# imm_gen_stage

**imm_gen_stage: placed standard cells**

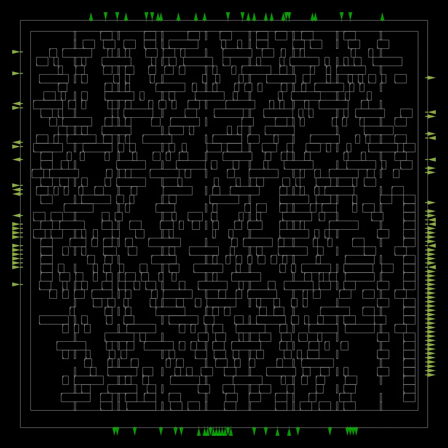

### config.mk
export PLATFORM = sky130hd
export DESIGN_NAME = imm_gen_stage
export DESIGN_NICKNAME = d
export VERILOG_FILES = /design/src/rtl/riscv_imm_pkg.sv /design/src/rtl/imm_extract.sv /design/src/rtl/imm_gen_stage.sv
export SDC_FILE = /design/constraint.sdc
export NUM_CORES = 1
export LEC_CHECK = 0
export ABC_AREA = 0
export CELL_PAD_IN_SITES_DETAIL_PLACEMENT = 2
export CELL_PAD_IN_SITES_GLOBAL_PLACEMENT = 2
export CORE_MARGIN = 3
export CORE_UTILIZATION = 30
export CTS_BUF_LIST = sky130_fd_sc_hd__clkbuf_2
export CTS_CLUSTER_SIZE = 40
export DETAILED_ROUTE_END_ITERATION = 8
export GPL_ROUTABILITY_DRIVEN = 0
export MAX_ROUTING_LAYER = met4
export PLACE_DENSITY_LB_ADDON = 0.1
export SLEW_MARGIN = 30
export SYNTH_ARGS = -nofsm -noshare
export SYNTH_HDL_FRONTEND = slang
export SYNTH_SLANG_ARGS = --single-unit
export TNS_END_PERCENT = 1
### constraint.sdc
create_clock -name clock -period 8.17 [get_ports clock]
set_input_delay 1.634 -clock clock [delete_from_list [all_inputs] [get_ports clock]]
set_output_delay 1.634 -clock clock [all_outputs]
set_load 0.02 [all_outputs]
### src/rtl/riscv_imm_pkg.sv
// Shared RISC-V opcode constants, immediate-format codes and stage states
// for the registered immediate generator.
package riscv_imm_pkg;

    localparam logic [6:0] OPC_LOAD      = 7'b0000011;
    localparam logic [6:0] OPC_OP_IMM    = 7'b0010011;
    localparam logic [6:0] OPC_AUIPC     = 7'b0010111;
    localparam logic [6:0] OPC_OP_IMM_32 = 7'b0011011;
    localparam logic [6:0] OPC_STORE     = 7'b0100011;
    localparam logic [6:0] OPC_OP        = 7'b0110011;
    localparam logic [6:0] OPC_LUI       = 7'b0110111;
    localparam logic [6:0] OPC_OP_32     = 7'b0111011;
    localparam logic [6:0] OPC_BRANCH    = 7'b1100011;
    localparam logic [6:0] OPC_JALR      = 7'b1100111;
    localparam logic [6:0] OPC_JAL       = 7'b1101111;

    typedef enum logic [2:0] {
        FMT_NONE  = 3'd0,
        FMT_I     = 3'd1,
        FMT_S     = 3'd2,
        FMT_B     = 3'd3,
        FMT_U     = 3'd4,
        FMT_J     = 3'd5,
        FMT_R     = 3'd6,
        FMT_SHAMT = 3'd7
    } fmt_t;

    typedef enum logic [1:0] {
        ST_EMPTY = 2'd0,
        ST_ONE   = 2'd1,
        ST_TWO   = 2'd2
    } stage_state_t;

    // SLLI/SRLI/SRAI share the OP-IMM opcode; funct3 picks them out.
    function automatic logic is_shift(input logic [2:0] funct3);
        return (funct3 == 3'b001) || (funct3 == 3'b101);
    endfunction

endpackage

### src/rtl/imm_extract.sv
// Pure combinational decode of a 32-bit RISC-V word into its
// sign/zero-extended immediate, format code and illegal-opcode flag.
module imm_extract
    import riscv_imm_pkg::*;
#(
    parameter int XLEN = 64
) (
    input  logic [31:0]     instr,
    output logic [XLEN-1:0] imm,
    output fmt_t            fmt,
    output logic            illegal
);

    logic [6:0] opcode;
    logic [2:0] funct3;

    assign opcode = instr[6:0];
    assign funct3 = instr[14:12];

    always_comb begin
        imm     = '0;
        fmt     = FMT_NONE;
        illegal = 1'b0;
        case (opcode)
            OPC_LOAD, OPC_JALR: begin
                fmt = FMT_I;
                imm = XLEN'($signed(instr[31:20]));
            end
            OPC_OP_IMM: begin
                if (is_shift(funct3)) begin
                    fmt = FMT_SHAMT;
                    if (XLEN == 64) imm = XLEN'(instr[25:20]);
                    else            imm = XLEN'(instr[24:20]);
                end else begin
                    fmt = FMT_I;
                    imm = XLEN'($signed(instr[31:20]));
                end
            end
            OPC_OP_IMM_32: begin
                // The *W forms only exist on RV64.
                if (XLEN == 64) begin
                    if (is_shift(funct3)) begin
                        fmt = FMT_SHAMT;
                        imm = XLEN'(instr[24:20]);
                    end else begin
                        fmt = FMT_I;
                        imm = XLEN'($signed(instr[31:20]));
                    end
                end else begin
                    illegal = 1'b1;
                end
            end
            OPC_STORE: begin
                fmt = FMT_S;
                imm = XLEN'($signed({instr[31:25], instr[11:7]}));
            end
            OPC_BRANCH: begin
                fmt = FMT_B;
                imm = XLEN'($signed({instr[31], instr[7], instr[30:25], instr[11:8], 1'b0}));
            end
            OPC_LUI, OPC_AUIPC: begin
                fmt = FMT_U;
                imm = XLEN'($signed({instr[31:12], 12'b0}));
            end
            OPC_JAL: begin
                fmt = FMT_J;
                imm = XLEN'($signed({instr[31], instr[19:12], instr[20], instr[30:21], 1'b0}));
            end
            OPC_OP: begin
                fmt = FMT_R;
            end
            OPC_OP_32: begin
                if (XLEN == 64) fmt = FMT_R;
                else            illegal = 1'b1;
            end
            default: begin
                illegal = 1'b1;
            end
        endcase
    end

endmodule

### src/rtl/imm_gen_stage.sv
// Registered immediate-generator pipeline stage with a two-entry skid so
// in_ready depends only on local state, never combinationally on out_ready.
module imm_gen_stage
    import riscv_imm_pkg::*;
#(
    parameter int XLEN  = 64,
    parameter int TAG_W = 8
) (
    input  logic             clock,
    input  logic             reset,
    input  logic             in_valid,
    output logic             in_ready,
    input  logic [31:0]      in_instr,
    input  logic [TAG_W-1:0] in_tag,
    output logic             out_valid,
    input  logic             out_ready,
    output logic [XLEN-1:0]  out_imm,
    output fmt_t             out_fmt,
    output logic             out_illegal,
    output logic [TAG_W-1:0] out_tag
);

    stage_state_t state_reg, state_next;

    logic [XLEN-1:0]  dec_imm;
    fmt_t             dec_fmt;
    logic             dec_illegal;

    logic [XLEN-1:0]  out_imm_reg, skid_imm_reg;
    fmt_t             out_fmt_reg, skid_fmt_reg;
    logic             out_illegal_reg, skid_illegal_reg;
    logic [TAG_W-1:0] out_tag_reg, skid_tag_reg;

    logic accept, pop;
    logic load_out_new, load_out_skid, load_skid;

    imm_extract #(.XLEN(XLEN)) u_extract (
        .instr   (in_instr),
        .imm     (dec_imm),
        .fmt     (dec_fmt),
        .illegal (dec_illegal)
    );

    assign in_ready  = (state_reg != ST_TWO);
    assign out_valid = (state_reg != ST_EMPTY);
    assign accept    = in_valid & in_ready;
    assign pop       = out_valid & out_ready;

    always_comb begin
        state_next    = state_reg;
        load_out_new  = 1'b0;
        load_out_skid = 1'b0;
        load_skid     = 1'b0;
        case (state_reg)
            ST_EMPTY: begin
                if (accept) begin
                    state_next   = ST_ONE;
                    load_out_new = 1'b1;
                end
            end
            ST_ONE: begin
                if (accept && pop) begin
                    load_out_new = 1'b1;
                end else if (accept) begin
                    state_next = ST_TWO;
                    load_skid  = 1'b1;
                end else if (pop) begin
                    state_next = ST_EMPTY;
                end
            end
            ST_TWO: begin
                // Skid always holds the younger word, so it refills out first.
                if (pop) begin
                    state_next    = ST_ONE;
                    load_out_skid = 1'b1;
                end
            end
            default: state_next = ST_EMPTY;
        endcase
    end

    always_ff @(posedge clock or posedge reset) begin
        if (reset) begin
            state_reg        <= ST_EMPTY;
            out_imm_reg      <= '0;
            out_fmt_reg      <= FMT_NONE;
            out_illegal_reg  <= 1'b0;
            out_tag_reg      <= '0;
            skid_imm_reg     <= '0;
            skid_fmt_reg     <= FMT_NONE;
            skid_illegal_reg <= 1'b0;
            skid_tag_reg     <= '0;
        end else begin
            state_reg <= state_next;
            if (load_out_new) begin
                out_imm_reg     <= dec_imm;
                out_fmt_reg     <= dec_fmt;
                out_illegal_reg <= dec_illegal;
                out_tag_reg     <= in_tag;
            end else if (load_out_skid) begin
                out_imm_reg     <= skid_imm_reg;
                out_fmt_reg     <= skid_fmt_reg;
                out_illegal_reg <= skid_illegal_reg;
                out_tag_reg     <= skid_tag_reg;
            end
            if (load_skid) begin
                skid_imm_reg     <= dec_imm;
                skid_fmt_reg     <= dec_fmt;
                skid_illegal_reg <= dec_illegal;
                skid_tag_reg     <= in_tag;
            end
        end
    end

    assign out_imm     = out_imm_reg;
    assign out_fmt     = out_fmt_reg;
    assign out_illegal = out_illegal_reg;
    assign out_tag     = out_tag_reg;

endmodule

# mem_port_arbiter

### config.mk
export PLATFORM = sky130hd
export DESIGN_NAME = mem_port_arbiter
export DESIGN_NICKNAME = d
export VERILOG_FILES = /design/src/rtl/mem_port_arbiter_pkg.sv /design/src/rtl/mem_port_arbiter_line_deserializer.sv /design/src/rtl/mem_port_arbiter.sv
export SDC_FILE = /design/constraint.sdc
export NUM_CORES = 1
export LEC_CHECK = 0
export ABC_AREA = 1
export CORE_AREA = 4 4 384 386
export DETAILED_ROUTE_END_ITERATION = 10
export DIE_AREA = 0 0 388 390
export HOLD_SLACK_MARGIN = 0.12
export PLACE_DENSITY_LB_ADDON = 0.05
export SYNTH_ARGS = -nofsm -noshare
export SYNTH_HDL_FRONTEND = slang
export SYNTH_SLANG_ARGS = --single-unit
### constraint.sdc
create_clock -name clk -period 15.1 [get_ports clk]
set_clock_uncertainty 0.05 [all_clocks]
set_input_delay 3.775 -clock clk [delete_from_list [all_inputs] [get_ports clk]]
set_output_delay 3.775 -clock clk [all_outputs]
set_load 0.05 [all_outputs]
### src/rtl/mem_port_arbiter_pkg.sv
// Shared types and helpers for the cache-to-burst-memory port arbiter.
package mem_port_arbiter_pkg;

    localparam int LINE_BITS_DEF  = 256;
    localparam int BEAT_BITS_DEF  = 64;
    localparam int ADDR_WIDTH_DEF = 32;

    typedef enum logic [2:0] {
        IDLE    = 3'd0,
        RD_CMD  = 3'd1,
        RD_WAIT = 3'd2,
        WR_BEAT = 3'd3,
        RESP    = 3'd4
    } arb_state_t;

    typedef enum logic {
        ICACHE = 1'b0,
        DCACHE = 1'b1
    } requester_t;

    typedef logic [LINE_BITS_DEF-1:0] line_t;
    typedef logic [BEAT_BITS_DEF-1:0] beat_t;

    // Round robin: on a tie the requester that did not win last time goes first.
    function automatic requester_t rr_pick(input logic i_req, input logic d_req,
                                           input requester_t last);
        requester_t pick;
        if (i_req && d_req) begin
            pick = (last == ICACHE) ? DCACHE : ICACHE;
        end else if (i_req) begin
            pick = ICACHE;
        end else begin
            pick = DCACHE;
        end
        return pick;
    endfunction

endpackage

### src/rtl/mem_port_arbiter_line_deserializer.sv
// Beat counter plus line register; read beats are dropped into their slot by count.
module mem_port_arbiter_line_deserializer
    import mem_port_arbiter_pkg::*;
#(
    parameter int LINE_BITS = LINE_BITS_DEF,
    parameter int BEAT_BITS = BEAT_BITS_DEF
) (
    input  logic                                     clk,
    input  logic                                     rst,
    input  logic                                     clear,
    input  logic                                     load,
    input  logic                                     step,
    input  logic [BEAT_BITS-1:0]                     beat,
    output logic [$clog2(LINE_BITS/BEAT_BITS)-1:0]   beat_cnt,
    output logic [LINE_BITS-1:0]                     line
);

    localparam int CNT_W = $clog2(LINE_BITS / BEAT_BITS);
    localparam logic [CNT_W-1:0] CNT_ONE = {{(CNT_W-1){1'b0}}, 1'b1};

    logic [CNT_W-1:0]     beat_cnt_r;
    logic [LINE_BITS-1:0] line_r;

    // Count beats (wrapping) and capture loaded beats into the addressed slot.
    always_ff @(posedge clk or posedge rst) begin
        if (rst) begin
            beat_cnt_r <= {CNT_W{1'b0}};
            line_r     <= {LINE_BITS{1'b0}};
        end else if (clear) begin
            beat_cnt_r <= {CNT_W{1'b0}};
        end else if (load) begin
            line_r[beat_cnt_r*BEAT_BITS +: BEAT_BITS] <= beat;
            beat_cnt_r <= beat_cnt_r + CNT_ONE;
        end else if (step) begin
            beat_cnt_r <= beat_cnt_r + CNT_ONE;
        end else begin
            beat_cnt_r <= beat_cnt_r;
        end
    end

    assign beat_cnt = beat_cnt_r;
    assign line     = line_r;

endmodule

### src/rtl/mem_port_arbiter.sv
// Arbitrates icache/dcache line requests onto one 4-beat burst memory port.
module mem_port_arbiter
    import mem_port_arbiter_pkg::*;
#(
    parameter int LINE_BITS  = LINE_BITS_DEF,
    parameter int BEAT_BITS  = BEAT_BITS_DEF,
    parameter int ADDR_WIDTH = ADDR_WIDTH_DEF
) (
    input  logic                  clk,
    input  logic                  rst,
    input  logic [ADDR_WIDTH-1:0] i_addr,
    input  logic                  i_read,
    output logic [LINE_BITS-1:0]  i_rdata,
    output logic                  i_resp,
    input  logic [ADDR_WIDTH-1:0] d_addr,
    input  logic                  d_read,
    input  logic                  d_write,
    input  logic [LINE_BITS-1:0]  d_wdata,
    output logic [LINE_BITS-1:0]  d_rdata,
    output logic                  d_resp,
    output logic [ADDR_WIDTH-1:0] bmem_addr,
    output logic                  bmem_read,
    output logic                  bmem_write,
    output logic [BEAT_BITS-1:0]  bmem_wdata,
    input  logic                  bmem_ready,
    input  logic [BEAT_BITS-1:0]  bmem_rdata,
    input  logic                  bmem_rvalid
);

    localparam int BEATS    = LINE_BITS / BEAT_BITS;
    localparam int CNT_W    = $clog2(BEATS);
    localparam int OFFSET_W = $clog2(LINE_BITS / 8);
    localparam logic [CNT_W-1:0] LAST_BEAT = CNT_W'(BEATS - 1);
    localparam logic [CNT_W-1:0] CNT_ONE   = {{(CNT_W-1){1'b0}}, 1'b1};
    localparam logic [ADDR_WIDTH-1:0] ALIGN_MASK =
        {{(ADDR_WIDTH-OFFSET_W){1'b1}}, {OFFSET_W{1'b0}}};

    arb_state_t            state_r, next_state_s;
    requester_t            last_grant_r, grant_s;
    logic                  op_write_r;
    logic [ADDR_WIDTH-1:0] bmem_addr_r;
    logic                  bmem_read_r, bmem_write_r;
    logic [BEAT_BITS-1:0]  bmem_wdata_r;
    logic                  i_resp_r, d_resp_r;
    logic                  latch_s, clear_s, load_s, step_s;
    logic [CNT_W-1:0]      beat_cnt_s, wr_cnt_next_s;
    logic [LINE_BITS-1:0]  line_s;

    mem_port_arbiter_line_deserializer #(
        .LINE_BITS (LINE_BITS),
        .BEAT_BITS (BEAT_BITS)
    ) u_deser (
        .clk      (clk),
        .rst      (rst),
        .clear    (clear_s),
        .load     (load_s),
        .step     (step_s),
        .beat     (bmem_rdata),
        .beat_cnt (beat_cnt_s),
        .line     (line_s)
    );

    // Next-state decode; wr_cnt_next_s lets the write beat be registered one cycle early.
    always_comb begin
        next_state_s  = state_r;
        grant_s       = rr_pick(i_read, d_read | d_write, last_grant_r);
        latch_s       = 1'b0;
        clear_s       = 1'b0;
        load_s        = 1'b0;
        step_s        = 1'b0;
        wr_cnt_next_s = beat_cnt_s;
        case (state_r)
            IDLE: begin
                clear_s       = 1'b1;
                wr_cnt_next_s = {CNT_W{1'b0}};
                if (i_read || d_read || d_write) begin
                    latch_s = 1'b1;
                    if ((grant_s == DCACHE) && d_write) begin
                        next_state_s = WR_BEAT;
                    end else begin
                        next_state_s = RD_CMD;
                    end
                end else begin
                    next_state_s = IDLE;
                end
            end
            RD_CMD: begin
                clear_s = 1'b1;
                if (bmem_ready) begin
                    next_state_s = RD_WAIT;
                end else begin
                    next_state_s = RD_CMD;
                end
            end
            RD_WAIT: begin
                load_s = bmem_rvalid;
                if (bmem_rvalid && (beat_cnt_s == LAST_BEAT)) begin
                    next_state_s = RESP;
                end else begin
                    next_state_s = RD_WAIT;
                end
            end
            WR_BEAT: begin
                step_s = bmem_ready;
                if (bmem_ready) begin
                    wr_cnt_next_s = beat_cnt_s + CNT_ONE;
                    next_state_s  = (beat_cnt_s == LAST_BEAT) ? RESP : WR_BEAT;
                end else begin
                    next_state_s  = WR_BEAT;
                end
            end
            RESP: begin
                next_state_s = IDLE;
            end
            default: begin
                next_state_s = IDLE;
            end
        endcase
    end

    // State, grant bookkeeping and outputs registered from the next state.
    always_ff @(posedge clk or posedge rst) begin
        if (rst) begin
            state_r      <= IDLE;
            last_grant_r <= DCACHE;
            op_write_r   <= 1'b0;
            bmem_addr_r  <= {ADDR_WIDTH{1'b0}};
            bmem_read_r  <= 1'b0;
            bmem_write_r <= 1'b0;
            bmem_wdata_r <= {BEAT_BITS{1'b0}};
            i_resp_r     <= 1'b0;
            d_resp_r     <= 1'b0;
        end else begin
            state_r <= next_state_s;
            if (latch_s) begin
                last_grant_r <= grant_s;
                op_write_r   <= (grant_s == DCACHE) && d_write;
                bmem_addr_r  <= ((grant_s == ICACHE) ? i_addr : d_addr) & ALIGN_MASK;
            end else begin
                last_grant_r <= last_grant_r;
                op_write_r   <= op_write_r;
                bmem_addr_r  <= bmem_addr_r;
            end
            bmem_read_r  <= (next_state_s == RD_CMD);
            bmem_write_r <= (next_state_s == WR_BEAT);
            bmem_wdata_r <= (next_state_s == WR_BEAT) ?
                            d_wdata[wr_cnt_next_s*BEAT_BITS +: BEAT_BITS] : {BEAT_BITS{1'b0}};
            i_resp_r     <= (next_state_s == RESP) && (last_grant_r == ICACHE);
            d_resp_r     <= (next_state_s == RESP) && (last_grant_r == DCACHE);
        end
    end

    assign bmem_addr  = bmem_addr_r;
    assign bmem_read  = bmem_read_r;
    assign bmem_write = bmem_write_r;
    assign bmem_wdata = bmem_wdata_r;
    assign i_resp     = i_resp_r;
    assign d_resp     = d_resp_r;
    assign i_rdata    = i_resp_r ? line_s : {LINE_BITS{1'b0}};
    assign d_rdata    = (d_resp_r && !op_write_r) ? line_s : {LINE_BITS{1'b0}};

endmodule

# unidade_controle

$ cat config.mk
export PLATFORM = sky130hd
export DESIGN_NAME = unidade_controle
export DESIGN_NICKNAME = d
export VERILOG_FILES = /design/src/rtl/unidade_controle.sv
export SDC_FILE = /design/constraint.sdc
export NUM_CORES = 1
export LEC_CHECK = 0
export ABC_AREA = 0
export CORE_UTILIZATION = 46
export CTS_CLUSTER_DIAMETER = 80
export DETAILED_ROUTE_END_ITERATION = 8
export PLACE_DENSITY = 0.84
export SLEW_MARGIN = 20
export SYNTH_ARGS = -nofsm -noshare
export SYNTH_HDL_FRONTEND = slang
export SYNTH_SLANG_ARGS = --single-unit
$ cat constraint.sdc
create_clock -name CLK -period 3.9 [get_ports CLK]
set_input_delay 1.17 -clock CLK [delete_from_list [all_inputs] [get_ports CLK]]
set_output_delay 1.17 -clock CLK [all_outputs]
set_load 0.01 [all_outputs]
$ cat src/rtl/unidade_controle.sv
// Multicycle control unit: sequences fetch, decode, execute, memory and
// write-back steps, driving datapath strobes and ALU selects from the FSM state.
module unidade_controle #(
    parameter int MEM_LAT = 1
) (
    input  logic       CLK,
    input  logic       RST,
    input  logic [6:0] opcode,
    input  logic [2:0] funct3,
    input  logic       funct7_5,
    input  logic       zero,
    output logic       reset_wire,
    output logic       WRITE_PC,
    output logic       WRITE_INSTRUCTION,
    output logic       load_ab,
    output logic       load_aluout,
    output logic       reg_write,
    output logic       mem_data_wr,
    output logic       mem_to_reg,
    output logic       alu_src_a,
    output logic [1:0] alu_src_b,
    output logic       pc_src,
    output logic [2:0] operacao,
    output logic [3:0] state_out,
    output logic       halted
);

    typedef enum logic [3:0] {
        S_RESET  = 4'd0,
        S_FETCH  = 4'd1,
        S_DECODE = 4'd2,
        S_EXEC_R = 4'd3,
        S_EXEC_I = 4'd4,
        S_ADDR   = 4'd5,
        S_MEM_RD = 4'd6,
        S_MEM_WB = 4'd7,
        S_MEM_WR = 4'd8,
        S_ALU_WB = 4'd9,
        S_BRANCH = 4'd10,
        S_HALT   = 4'd11
    } state_t;

    localparam logic [6:0] OP_R      = 7'b0110011;
    localparam logic [6:0] OP_I      = 7'b0010011;
    localparam logic [6:0] OP_LOAD   = 7'b0000011;
    localparam logic [6:0] OP_STORE  = 7'b0100011;
    localparam logic [6:0] OP_BRANCH = 7'b1100011;

    localparam logic [2:0] ALU_PASS = 3'b000;
    localparam logic [2:0] ALU_ADD  = 3'b001;
    localparam logic [2:0] ALU_SUB  = 3'b010;
    localparam logic [2:0] ALU_AND  = 3'b011;
    localparam logic [2:0] ALU_OR   = 3'b100;
    localparam logic [2:0] ALU_XOR  = 3'b101;

    // Counter reload value: a wait state of MEM_LAT cycles ends when it hits zero.
    localparam logic [2:0] LAT_LOAD = 3'(MEM_LAT - 1);

    state_t     state_q, state_d;
    logic [2:0] cnt_q, cnt_d;
    logic       storeOp_q, storeOp_d;

    logic       rValid, iValid;
    logic [2:0] rOp, iOp;

    always_comb begin
        rValid = 1'b1;
        rOp    = ALU_PASS;
        case (funct3)
            3'b000:  rOp = funct7_5 ? ALU_SUB : ALU_ADD;
            3'b111:  rOp = ALU_AND;
            3'b110:  rOp = ALU_OR;
            3'b100:  rOp = ALU_XOR;
            default: rValid = 1'b0;
        endcase
    end

    always_comb begin
        iValid = 1'b1;
        iOp    = ALU_PASS;
        case (funct3)
            3'b000:  iOp = ALU_ADD;
            3'b111:  iOp = ALU_AND;
            3'b110:  iOp = ALU_OR;
            3'b100:  iOp = ALU_XOR;
            default: iValid = 1'b0;
        endcase
    end

    always_comb begin
        state_d   = state_q;
        cnt_d     = cnt_q;
        storeOp_d = storeOp_q;
        case (state_q)
            S_RESET: begin
                state_d = S_FETCH;
                cnt_d   = LAT_LOAD;
            end
            S_FETCH: begin
                if (cnt_q == 3'd0) state_d = S_DECODE;
                else               cnt_d   = cnt_q - 3'd1;
            end
            S_DECODE: begin
                case (opcode)
                    OP_R:      state_d = S_EXEC_R;
                    OP_I:      state_d = S_EXEC_I;
                    OP_LOAD: begin
                        state_d   = S_ADDR;
                        storeOp_d = 1'b0;
                    end
                    OP_STORE: begin
                        state_d   = S_ADDR;
                        storeOp_d = 1'b1;
                    end
                    OP_BRANCH: state_d = S_BRANCH;
                    default:   state_d = S_HALT;
                endcase
            end
            S_EXEC_R: state_d = rValid ? S_ALU_WB : S_HALT;
            S_EXEC_I: state_d = iValid ? S_ALU_WB : S_HALT;
            S_ADDR: begin
                state_d = storeOp_q ? S_MEM_WR : S_MEM_RD;
                cnt_d   = LAT_LOAD;
            end
            S_MEM_RD: begin
                if (cnt_q == 3'd0) state_d = S_MEM_WB;
                else               cnt_d   = cnt_q - 3'd1;
            end
            S_MEM_WB, S_MEM_WR, S_ALU_WB: begin
                state_d = S_FETCH;
                cnt_d   = LAT_LOAD;
            end
            S_BRANCH: begin
                if (funct3 == 3'b000 || funct3 == 3'b001) begin
                    state_d = S_FETCH;
                    cnt_d   = LAT_LOAD;
                end else begin
                    state_d = S_HALT;
                end
            end
            S_HALT:  state_d = S_HALT;
            default: state_d = S_RESET;
        endcase
    end

    always_ff @(posedge CLK or posedge RST) begin
        if (RST) begin
            state_q   <= S_RESET;
            cnt_q     <= 3'd0;
            storeOp_q <= 1'b0;
        end else begin
            state_q   <= state_d;
            cnt_q     <= cnt_d;
            storeOp_q <= storeOp_d;
        end
    end

    // Outputs decode only from the state registers, except the branch compare
    // which must follow the ALU zero flag produced during BRANCH itself.
    always_comb begin
        reset_wire        = 1'b0;
        WRITE_PC          = 1'b0;
        WRITE_INSTRUCTION = 1'b0;
        load_ab           = 1'b0;
        load_aluout       = 1'b0;
        reg_write         = 1'b0;
        mem_data_wr       = 1'b0;
        mem_to_reg        = 1'b0;
        alu_src_a         = 1'b0;
        alu_src_b         = 2'b00;
        pc_src            = 1'b0;
        operacao          = ALU_PASS;
        halted            = 1'b0;
        case (state_q)
            S_RESET: reset_wire = 1'b1;
            S_FETCH: begin
                if (cnt_q == 3'd0) begin
                    WRITE_INSTRUCTION = 1'b1;
                    WRITE_PC          = 1'b1;
                    alu_src_b         = 2'b01;
                    operacao          = ALU_ADD;
                end
            end
            S_DECODE: begin
                load_ab     = 1'b1;
                load_aluout = 1'b1;
                alu_src_b   = 2'b10;
                operacao    = ALU_ADD;
            end
            S_EXEC_R: begin
                alu_src_a   = 1'b1;
                load_aluout = 1'b1;
                operacao    = rOp;
            end
            S_EXEC_I: begin
                alu_src_a   = 1'b1;
                alu_src_b   = 2'b10;
                load_aluout = 1'b1;
                operacao    = iOp;
            end
            S_ADDR: begin
                alu_src_a   = 1'b1;
                alu_src_b   = 2'b10;
                load_aluout = 1'b1;
                operacao    = ALU_ADD;
            end
            S_MEM_WB: begin
                reg_write  = 1'b1;
                mem_to_reg = 1'b1;
            end
            S_MEM_WR: mem_data_wr = 1'b1;
            S_ALU_WB: reg_write   = 1'b1;
            S_BRANCH: begin
                alu_src_a = 1'b1;
                operacao  = ALU_SUB;
                pc_src    = 1'b1;
                if (funct3 == 3'b000)      WRITE_PC = zero;
                else if (funct3 == 3'b001) WRITE_PC = ~zero;
            end
            S_HALT:  halted = 1'b1;
            default: ;
        endcase
    end

    assign state_out = state_q;

endmodule

# string_led_sequencer

<file path="config.mk">
export PLATFORM = sky130hd
export DESIGN_NAME = string_led_sequencer
export DESIGN_NICKNAME = d
export VERILOG_FILES = /design/src/rtl/string_led_pkg.sv /design/src/rtl/string_led_sequencer_bit_timer.sv /design/src/rtl/string_led_sequencer.sv
export SDC_FILE = /design/constraint.sdc
export NUM_CORES = 1
export LEC_CHECK = 0
export CAP_MARGIN = 10
export CORE_AREA = 4 4 231 176
export DETAILED_ROUTE_END_ITERATION = 12
export DIE_AREA = 0 0 235 180
export PLACE_DENSITY_LB_ADDON = 0.3
export SETUP_SLACK_MARGIN = 0.15
export SLEW_MARGIN = 30
export SYNTH_ARGS = -nofsm -noshare
export SYNTH_HDL_FRONTEND = slang
export SYNTH_SLANG_ARGS = --single-unit
</file>
<file path="constraint.sdc">
create_clock -name clk -period 12.2 [get_ports clk]
set_input_delay 1.83 -clock clk [delete_from_list [all_inputs] [get_ports clk]]
set_output_delay 1.83 -clock clk [all_outputs]
set_load 0.05 [all_outputs]
</file>
<file path="src/rtl/string_led_pkg.sv">
// Shared types and constants for the string-LED sequencer.
// The default timings target WS2812 parts driven from a 50 MHz clock.
package string_led_pkg;

    typedef enum logic [2:0] {
        IDLE,
        FETCH,
        WAIT,
        SHIFT,
        LATCH
    } state_t;

    localparam int MIN_TBIT   = 2;
    localparam int MIN_TRESET = 1;

    localparam int DEF_T0H    = 20;
    localparam int DEF_T1H    = 40;
    localparam int DEF_TBIT   = 63;
    localparam int DEF_TRESET = 2500;

endpackage

</file>
<file path="src/rtl/string_led_sequencer_bit_timer.sv">
// Times one NRZ bit: the line is high for th ticks, and the bit lasts eff_tbit ticks.
// The tick counter holds at zero whenever run is low.
module led_bit_timer #(
    parameter int TSIZE = 16
) (
    input  logic             clk,
    input  logic             rst,
    input  logic             run,
    input  logic             bit_val,
    input  logic [TSIZE-1:0] th0,
    input  logic [TSIZE-1:0] th1,
    input  logic [TSIZE-1:0] eff_tbit,
    output logic             level,
    output logic             bit_end
);

    logic [TSIZE-1:0] tick_cnt;
    logic [TSIZE-1:0] th;

    always_comb begin
        th      = bit_val ? th1 : th0;
        level   = run && (tick_cnt < th);
        bit_end = run && (tick_cnt == eff_tbit - 1'b1);
    end

    always_ff @(posedge clk) begin
        if (rst || !run || bit_end) begin
            tick_cnt <= '0;
        end else begin
            tick_cnt <= tick_cnt + 1'b1;
        end
    end

endmodule

</file>
<file path="src/rtl/string_led_sequencer.sv">
// Streams SRAM words MSB-first onto a WS281x-style NRZ LED line.
// The design supports programmable timing, multiple passes, a latch gap and abort.
module string_led_sequencer
    import string_led_pkg::*;
#(
    parameter int ASIZE = 32,
    parameter int TSIZE = 16,
    parameter int DSIZE = 8
) (
    input  logic             clk,
    input  logic             rst,
    input  logic             controller_en,
    input  logic             polarity,
    input  logic [TSIZE-1:0] t0h,
    input  logic [TSIZE-1:0] t1h,
    input  logic [TSIZE-1:0] tbit,
    input  logic [TSIZE-1:0] treset,
    input  logic [3:0]       w_count,
    input  logic [ASIZE-1:0] w_first,
    input  logic [ASIZE-1:0] w_last,
    input  logic             start,
    output logic             progress,
    output logic             done,
    output logic             error,
    output logic             cs_n,
    output logic [ASIZE-1:0] addr,
    input  logic [DSIZE-1:0] rdata,
    output logic             led_out
);

    localparam int BW = (DSIZE > 1) ? $clog2(DSIZE) : 1;
    localparam logic [BW-1:0] LAST_BIT = BW'(DSIZE - 1);
    localparam logic [BW-1:0] PRE_BIT  = BW'(DSIZE - 2);

    function automatic logic [TSIZE-1:0] sat_floor(input logic [TSIZE-1:0] v,
                                                   input logic [TSIZE-1:0] lo);
        return (v < lo) ? lo : v;
    endfunction

    function automatic logic [TSIZE-1:0] sat_ceil(input logic [TSIZE-1:0] v,
                                                  input logic [TSIZE-1:0] hi);
        return (v > hi) ? hi : v;
    endfunction

    state_t           state, state_nxt;
    logic [ASIZE-1:0] first_s, last_s, idx;
    logic [3:0]       pass_cnt;
    logic [TSIZE-1:0] th0_s, th1_s, tbit_s, treset_s, lat_cnt;
    logic [TSIZE-1:0] tbit_eff;
    logic [BW-1:0]    bit_cnt;
    logic [DSIZE-1:0] shreg, pbuf, word_in;
    logic             rd_vld_p1;
    logic             start_ok, start_bad, abort;
    logic             bit_end, line_lvl, last_bit, more_words, lat_end;

    always_comb begin
        tbit_eff   = sat_floor(tbit, TSIZE'(MIN_TBIT));
        start_bad  = start && controller_en && ((w_count == 4'd0) || (w_first > w_last));
        start_ok   = start && controller_en && !start_bad;
        abort      = !controller_en && (state != IDLE);
        last_bit   = (bit_cnt == LAST_BIT);
        more_words = (idx < last_s);
        lat_end    = (lat_cnt == treset_s - 1'b1);
        // Read data is only guaranteed in the cycle after the strobe, so it is also held in pbuf.
        word_in    = rd_vld_p1 ? rdata : pbuf;
    end

    always_ff @(posedge clk) begin
        if (rst) begin
            state <= IDLE;
        end else begin
            state <= state_nxt;
        end
    end

    always_comb begin
        state_nxt = state;
        case (state)
            IDLE:    if (start_ok) state_nxt = FETCH;
            FETCH:   state_nxt = WAIT;
            WAIT:    state_nxt = SHIFT;
            SHIFT:   if (bit_end && last_bit && !more_words) state_nxt = LATCH;
            LATCH:   if (lat_end) state_nxt = (pass_cnt > 4'd1) ? FETCH : IDLE;
            default: state_nxt = IDLE;
        endcase
        if (abort) state_nxt = IDLE;
    end

    always_ff @(posedge clk) begin
        if (rst) begin
            progress  <= 1'b0;
            done      <= 1'b0;
            error     <= 1'b0;
            cs_n      <= 1'b1;
            addr      <= '0;
            idx       <= '0;
            pass_cnt  <= '0;
            bit_cnt   <= '0;
            lat_cnt   <= '0;
            rd_vld_p1 <= 1'b0;
        end else begin
            done      <= 1'b0;
            error     <= 1'b0;
            cs_n      <= 1'b1;
            rd_vld_p1 <= ~cs_n;
            case (state)
                IDLE: begin
                    if (start_ok) begin
                        progress <= 1'b1;
                        cs_n     <= 1'b0;
                        addr     <= w_first;
                        idx      <= w_first;
                        pass_cnt <= w_count;
                        bit_cnt  <= '0;
                        lat_cnt  <= '0;
                    end
                    if (start_bad) error <= 1'b1;
                end
                SHIFT: begin
                    if (bit_end) begin
                        if (last_bit) begin
                            bit_cnt <= '0;
                            lat_cnt <= '0;
                            if (more_words) idx <= idx + 1'b1;
                        end else begin
                            bit_cnt <= bit_cnt + 1'b1;
                        end
                        // Prefetch so the strobe lands on the first tick of the final bit.
                        if (bit_cnt == PRE_BIT && more_words) begin
                            cs_n <= 1'b0;
                            addr <= idx + 1'b1;
                        end
                    end
                end
                LATCH: begin
                    lat_cnt <= lat_cnt + 1'b1;
                    if (lat_end) begin
                        lat_cnt  <= '0;
                        pass_cnt <= pass_cnt - 1'b1;
                        if (pass_cnt > 4'd1) begin
                            idx  <= first_s;
                            cs_n <= 1'b0;
                            addr <= first_s;
                        end else begin
                            done     <= 1'b1;
                            progress <= 1'b0;
                        end
                    end
                end
                default: ;
            endcase
            if (abort) begin
                progress <= 1'b0;
                cs_n     <= 1'b1;
                done     <= 1'b0;
            end
        end
    end

    always_ff @(posedge clk) begin
        if (state == IDLE && start_ok) begin
            first_s  <= w_first;
            last_s   <= w_last;
            tbit_s   <= tbit_eff;
            th0_s    <= sat_ceil(t0h, tbit_eff - 1'b1);
            th1_s    <= sat_ceil(t1h, tbit_eff - 1'b1);
            treset_s <= sat_floor(treset, TSIZE'(MIN_TRESET));
        end
        if (rd_vld_p1) pbuf <= rdata;
        if (state == WAIT) begin
            shreg <= word_in;
        end else if (state == SHIFT && bit_end) begin
            shreg <= last_bit ? word_in : (shreg << 1);
        end
    end

    led_bit_timer #(
        .TSIZE(TSIZE)
    ) u_bit_timer (
        .clk      (clk),
        .rst      (rst),
        .run      (state == SHIFT),
        .bit_val  (shreg[DSIZE-1]),
        .th0      (th0_s),
        .th1      (th1_s),
        .eff_tbit (tbit_s),
        .level    (line_lvl),
        .bit_end  (bit_end)
    );

    assign led_out = polarity ^ line_lvl;

endmodule

</file>

==> gallery <==
The metal 2 layer.
panel A
The bar under the picture is 10 um long.
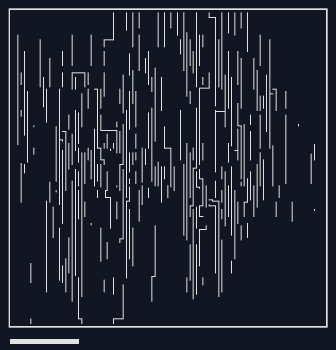
panel B
The bar under the picture is 100 um long.
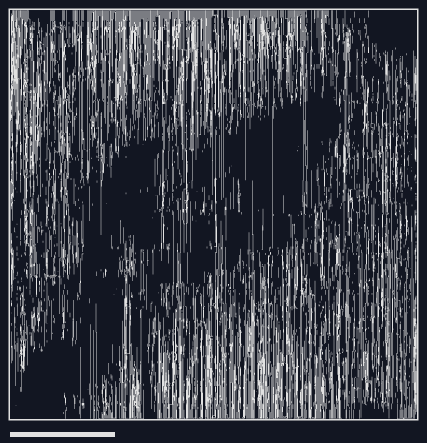
panel C
The bar under the picture is 50 um long.
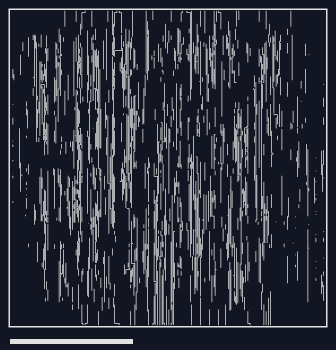
panel D
The bar under the picture is 50 um long.
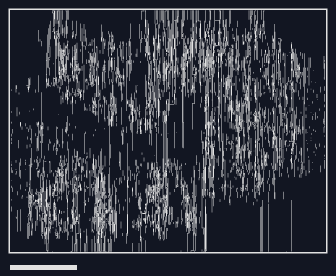
imm_gen_stage: panel C
unidade_controle: panel A
string_led_sequencer: panel D
mem_port_arbiter: panel B

**string_led_sequencer: supply network**

Pins as bars on the die edge. Tap cells in grey.
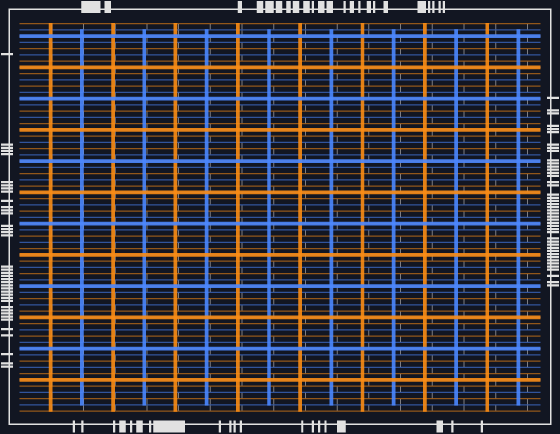
colour	net
blue	VDD
orange	VSS
signal pins	182
met5 straps	12
core area: 38,240 um^2
worst vdd ir: 0.00009272 V
Die Ht: 180 um
die width: 235 um

==> impl_metrics.ini, string_led_sequencer <==
; generated from flow reports
[run_status]
status = completed

[grt]
grtUsageMet3_pct = 2.972
grtUsageMet2_pct = 28.13
grt_max_degree = 87

[critical_path]
cp_top_family = simple AND/OR/NAND/NOR gates
cp.arrival_ns = 8.18
start_kind = input pin
critical_path_class = input pin to flip-flop

[power_and_ir_drop]
pwr-share-comb_pct = 17.5
top_power_group = sequential cells

[die]
fp_util_pct = 39.72
rows = 62

[synth]
synthCells = 1512
ys_sh_aoi_pct = 12.12
ys_warn_count = 0
postSynthSeqShare_pct = 42.57
async_flop_share_pct = 0

[clock_network]
postCtsSetupRepairBufs = 0
post_cts_resized = 0

[routing]
wl_per_cell_um = 18.61
dr_wl_met3_mm = 2.219

[cells_and_area]
inv_count = 101
final-clk-cell-share_pct = 4.829
buffers = 192

[sta]
fin_crit_ns = 7.879
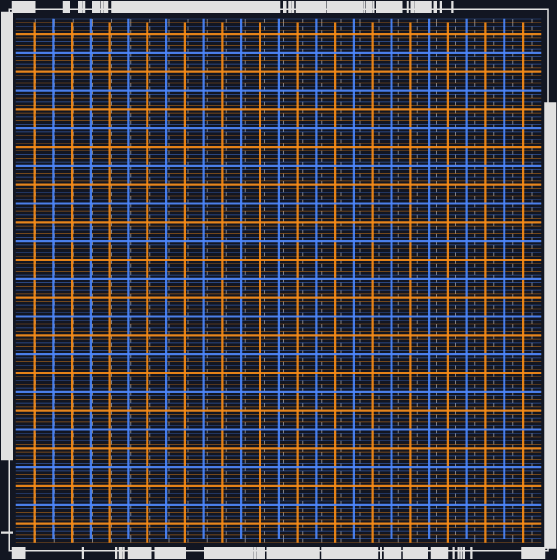
**Above:** mem_port_arbiter (supply network).
Pins as bars on the die edge. Tap cells in grey.
colour	net
blue	VDD
orange	VSS
met4 straps	27
rows	139
met5 straps	27
met1 rails	140
worst vdd ir: 0.0001035 V
Die Ht: 390 um
core area: 143,500 um^2
die width: 388 um

==> impl_metrics.ini, mem_port_arbiter <==
; generated from flow reports
[grt]
use_met1_pct = 20.25
grtUsageMet3_pct = 6.489
busiest_layer = met2
grtUsageMet2_pct = 31.71
grt_pass1_wl_mm = 193.1

[sta]
post-route-worst-setup-slack_ns = 6.807
slew_violations = 0
fin_crit_ns = 8.293
hold_ws_ns = 0.4512
relSlewSlack_pct = 27.12

[power_and_ir_drop]
powerClk_mw = 1.35
p_switching_mw = 2.482

[critical_path]
rr_startpoint = u_deser.beat_cnt[0]$_DFFE_PP0P_
reg2reg_depth = 11
cp.arrival_ns = 4.47
critical_path.max_stage_delay_ns = 0.98
start_kind = flip-flop
startpoint = i_resp$_DFF_PP0_
cp_top_family = buffers and inverters
endpoint = i_rdata[195]

[synth]
top_cells_by_count = 782 x inv_1, 568 x nand3_1, 363 x nand2_1
xor_share_pct = 0
synthCells = 3017
yosys_cells = 3017
top_area_cell = dfrtp_1
yosys_area_um2 = 20740
ys_types = 29

[run_status]
status = completed

[flow_run]
drv_cap = 0

[clock_network]
postCtsSetupRepairBufs = 0
holdBufCountCts = 0
post_cts_resized = 0

[cells_and_area]
buffers = 1022
fin_area_um2 = 34170

[place]
port_buffers = 987
placed_area_um2 = 32280

[die]
rows = 139
tap_cells = 1903

[routing]
wl_met1_mm = 55.65
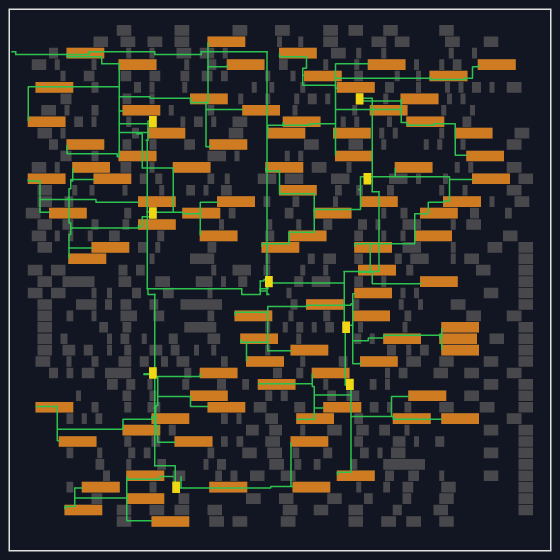
**Above:** imm_gen_stage (clock distribution).
[green] clock wires | length: 1,370 um
[yellow] cells driving clock nets | count: 9
[orange] flip-flops | count: 90
flops lie	spread over the die
clock network fraction of design power: 15.9%
P_clk: 0.212 mW

**imm_gen_stage: supply network**

Pins as bars on the die edge. Tap cells in grey.
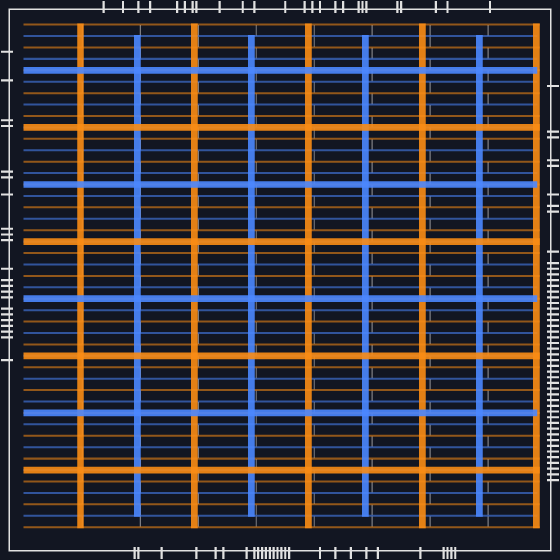
colour	net
blue	VDD
orange	VSS
met1 rails	45
tap cells	184
met5 straps	8
rows	44

Notes on 'placed standard cells' of imm_gen_stage above:
Seq/total area: 39.34%
core area: 14,640 um^2
Post-Layout Cell Count: 751

==> impl_metrics.ini, imm_gen_stage <==
; generated from flow reports
[run_status]
status = completed

[grt]
antenna_found_initial = 1
busiest_layer = met2
grt_pass1_wl_mm = 22.80

[sta]
relSlewSlack_pct = 42.44
fin_setup_tns_ns = 0
fin_crit_sh_pct = 48.14

[critical_path]
path_buffers = 1
endpoint = out_imm[50]
cp_max_fo = 34
reg2reg_depth = 5
critPathCaptureType = output pin

[routing]
drtIter0Drc = 170
drtPass1Iterations = 4
dr_wl_met3_um = 522
routed-via-count = 3908
wl_met1_mm = 6.313
remaining_drc_errors = 0
drtAntennaViolNets = 0

[synth]
synth-seq-cells = 90
top_logic_kind = simple AND/OR/NAND/NOR gates
yosys_cells = 488
synthCells = 488
mux_share_pct = 0.2220
synth_top_area_share_pct = 49.94
async_flop_share_pct = 100.0

[power_and_ir_drop]
swShare_pct = 38.42
pwr-share-comb_pct = 37.5

[die]
rows = 44
die_y_um = 128.6
io_pins = 122
chipArea_um2 = 16540

[cells_and_area]
drive_gt1_share_pct = 8.304
largest_class = sequential cells

[worst_hold_path]
hold_class = flip-flop to flip-flop

[clock_network]
cts_buffer_depth = 2
postCtsSetupRepairBufs = 0

[place]
place_hpwl_mm = 9.691

[flow_run]
warnings = 26
**unidade_controle: supply network**

Pins as bars on the die edge. Tap cells in grey.
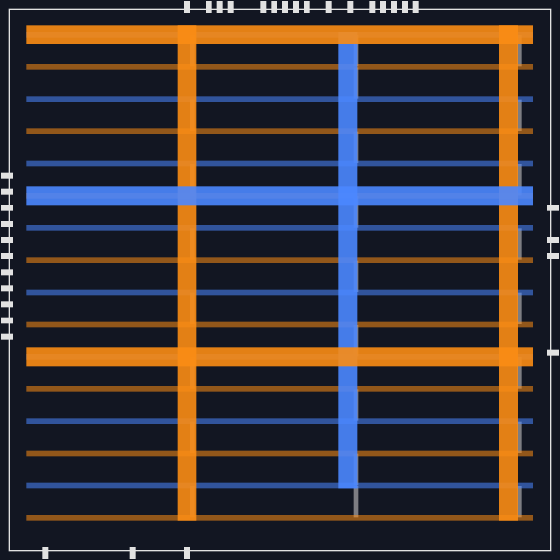
colour	net
orange	VSS
blue	VDD
signal pins	34
tap cells	25
rows	15
met4 straps	3
die width: 45.61 um
core area: 1745 um^2

==> impl_metrics.ini, unidade_controle <==
; generated from flow reports
[sta]
slew_violations = 0
fin_skew_ns = 0.005881
clock.fmax_ghz = 0.2647

[critical_path]
cp.depth = 5
rr_endpoint = storeOp_q$_DFFE_PP0P_

[place]
finalWeightedCongestion = 0.8387
port_buffers = 33

[die]
io_pins = 34
chipArea_um2 = 2080

[clock_network]
cts.sink_count = 8
cts_tree = yes
insertion_delay_ns = 0.24
post_cts_resized = 3
cts-root-buf = clkbuf_4

[run_status]
status = completed

[grt]
use_met1_pct = 33.42
grtUsageTotal_pct = 25.14
grtUsageMet2_pct = 42.00
antenna_found_initial = 0

[cells_and_area]
largest_reg_flops = 4

[synth]
fa_ha_area_share_pct = 2.861
ys_sh_aoi_pct = 23.89
floorplan.nets = 137

[worst_hold_path]
hold_depth = 1


==> notes/layouts.md <==
Pictures saved along the way, in no particular order.

Cells coloured by class.
picture 1
The bar under the picture is 100 um long. Fill, decap, tap and diode cells in grey.
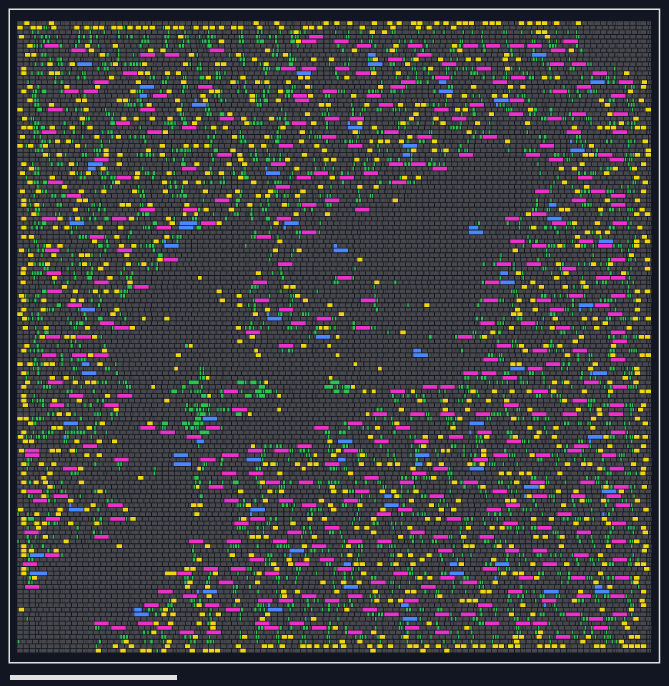
picture 2
The bar under the picture is 50 um long. Fill, decap, tap and diode cells in grey.
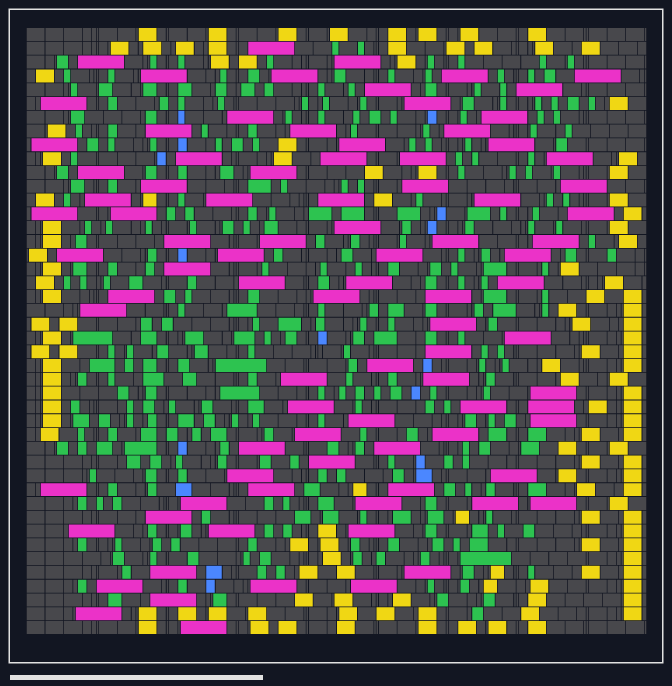
picture 3
The bar under the picture is 10 um long. Fill, decap, tap and diode cells in grey.
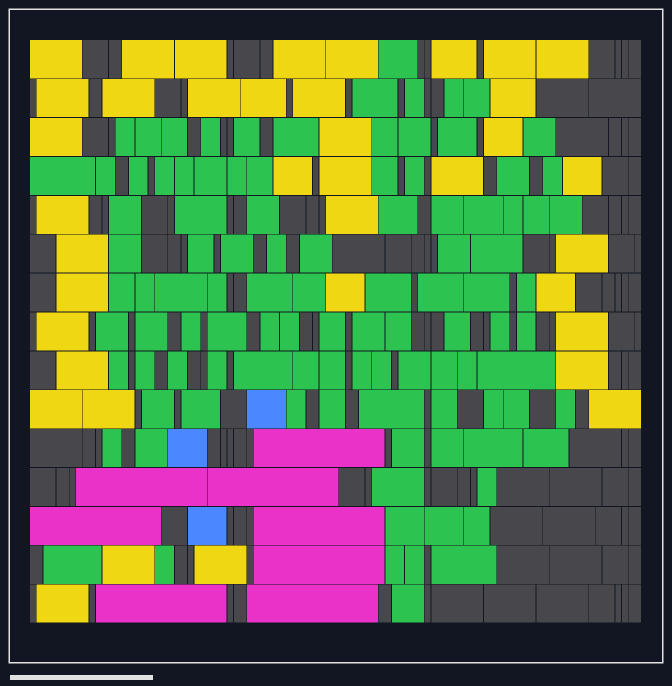
picture 4
The bar under the picture is 50 um long. Fill, decap, tap and diode cells in grey.
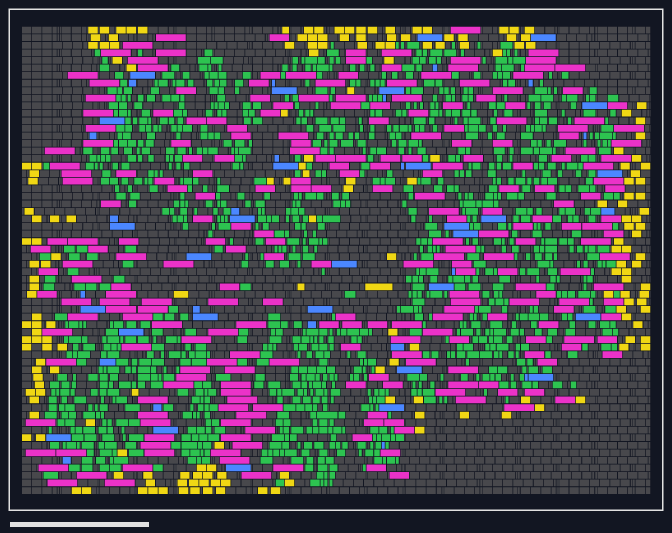
Picture 3 comes from unidade_controle.
Picture 1 comes from mem_port_arbiter.
Picture 2 comes from imm_gen_stage.
Picture 4 comes from string_led_sequencer.
- lowest utilization: picture 1
- largest die: picture 1


==> gallery <==
Clock distribution.
(a)
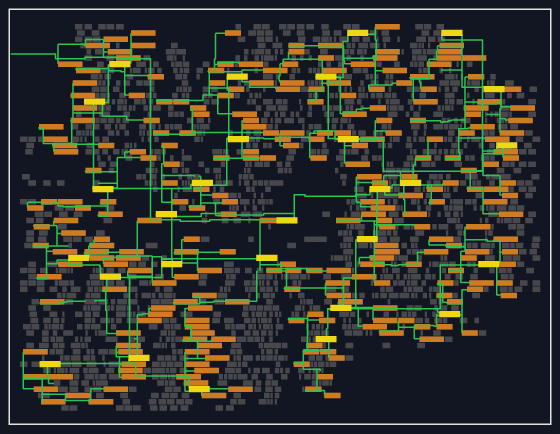
(b)
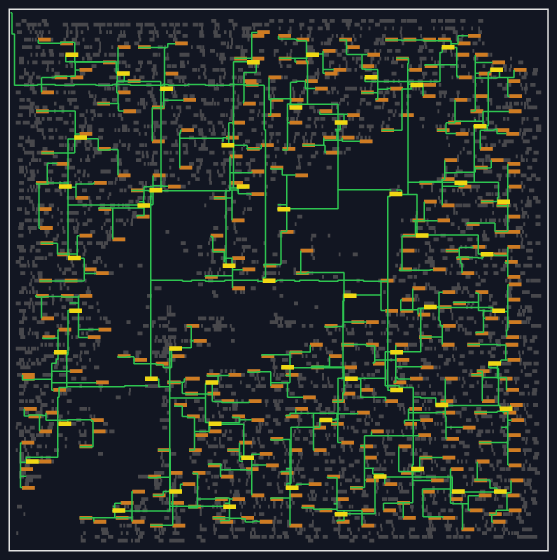
(c)
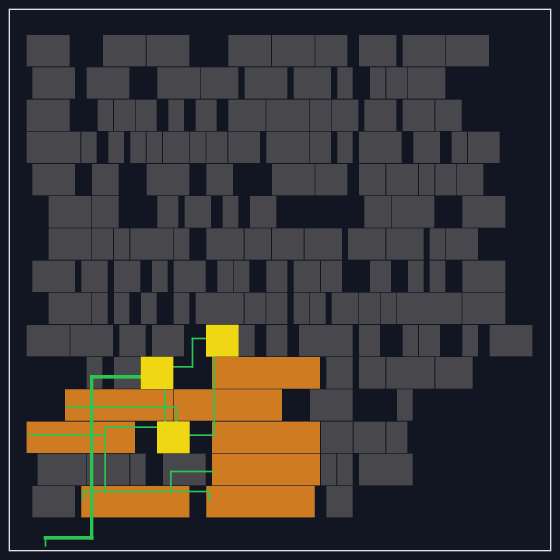
For mem_port_arbiter, see (b).
For unidade_controle, see (c).
For string_led_sequencer, see (a).
The one with the most sequential cells is (b).
The one with the fewest sequential cells is (c).

Power is estimated from default activity; no workload was simulated.
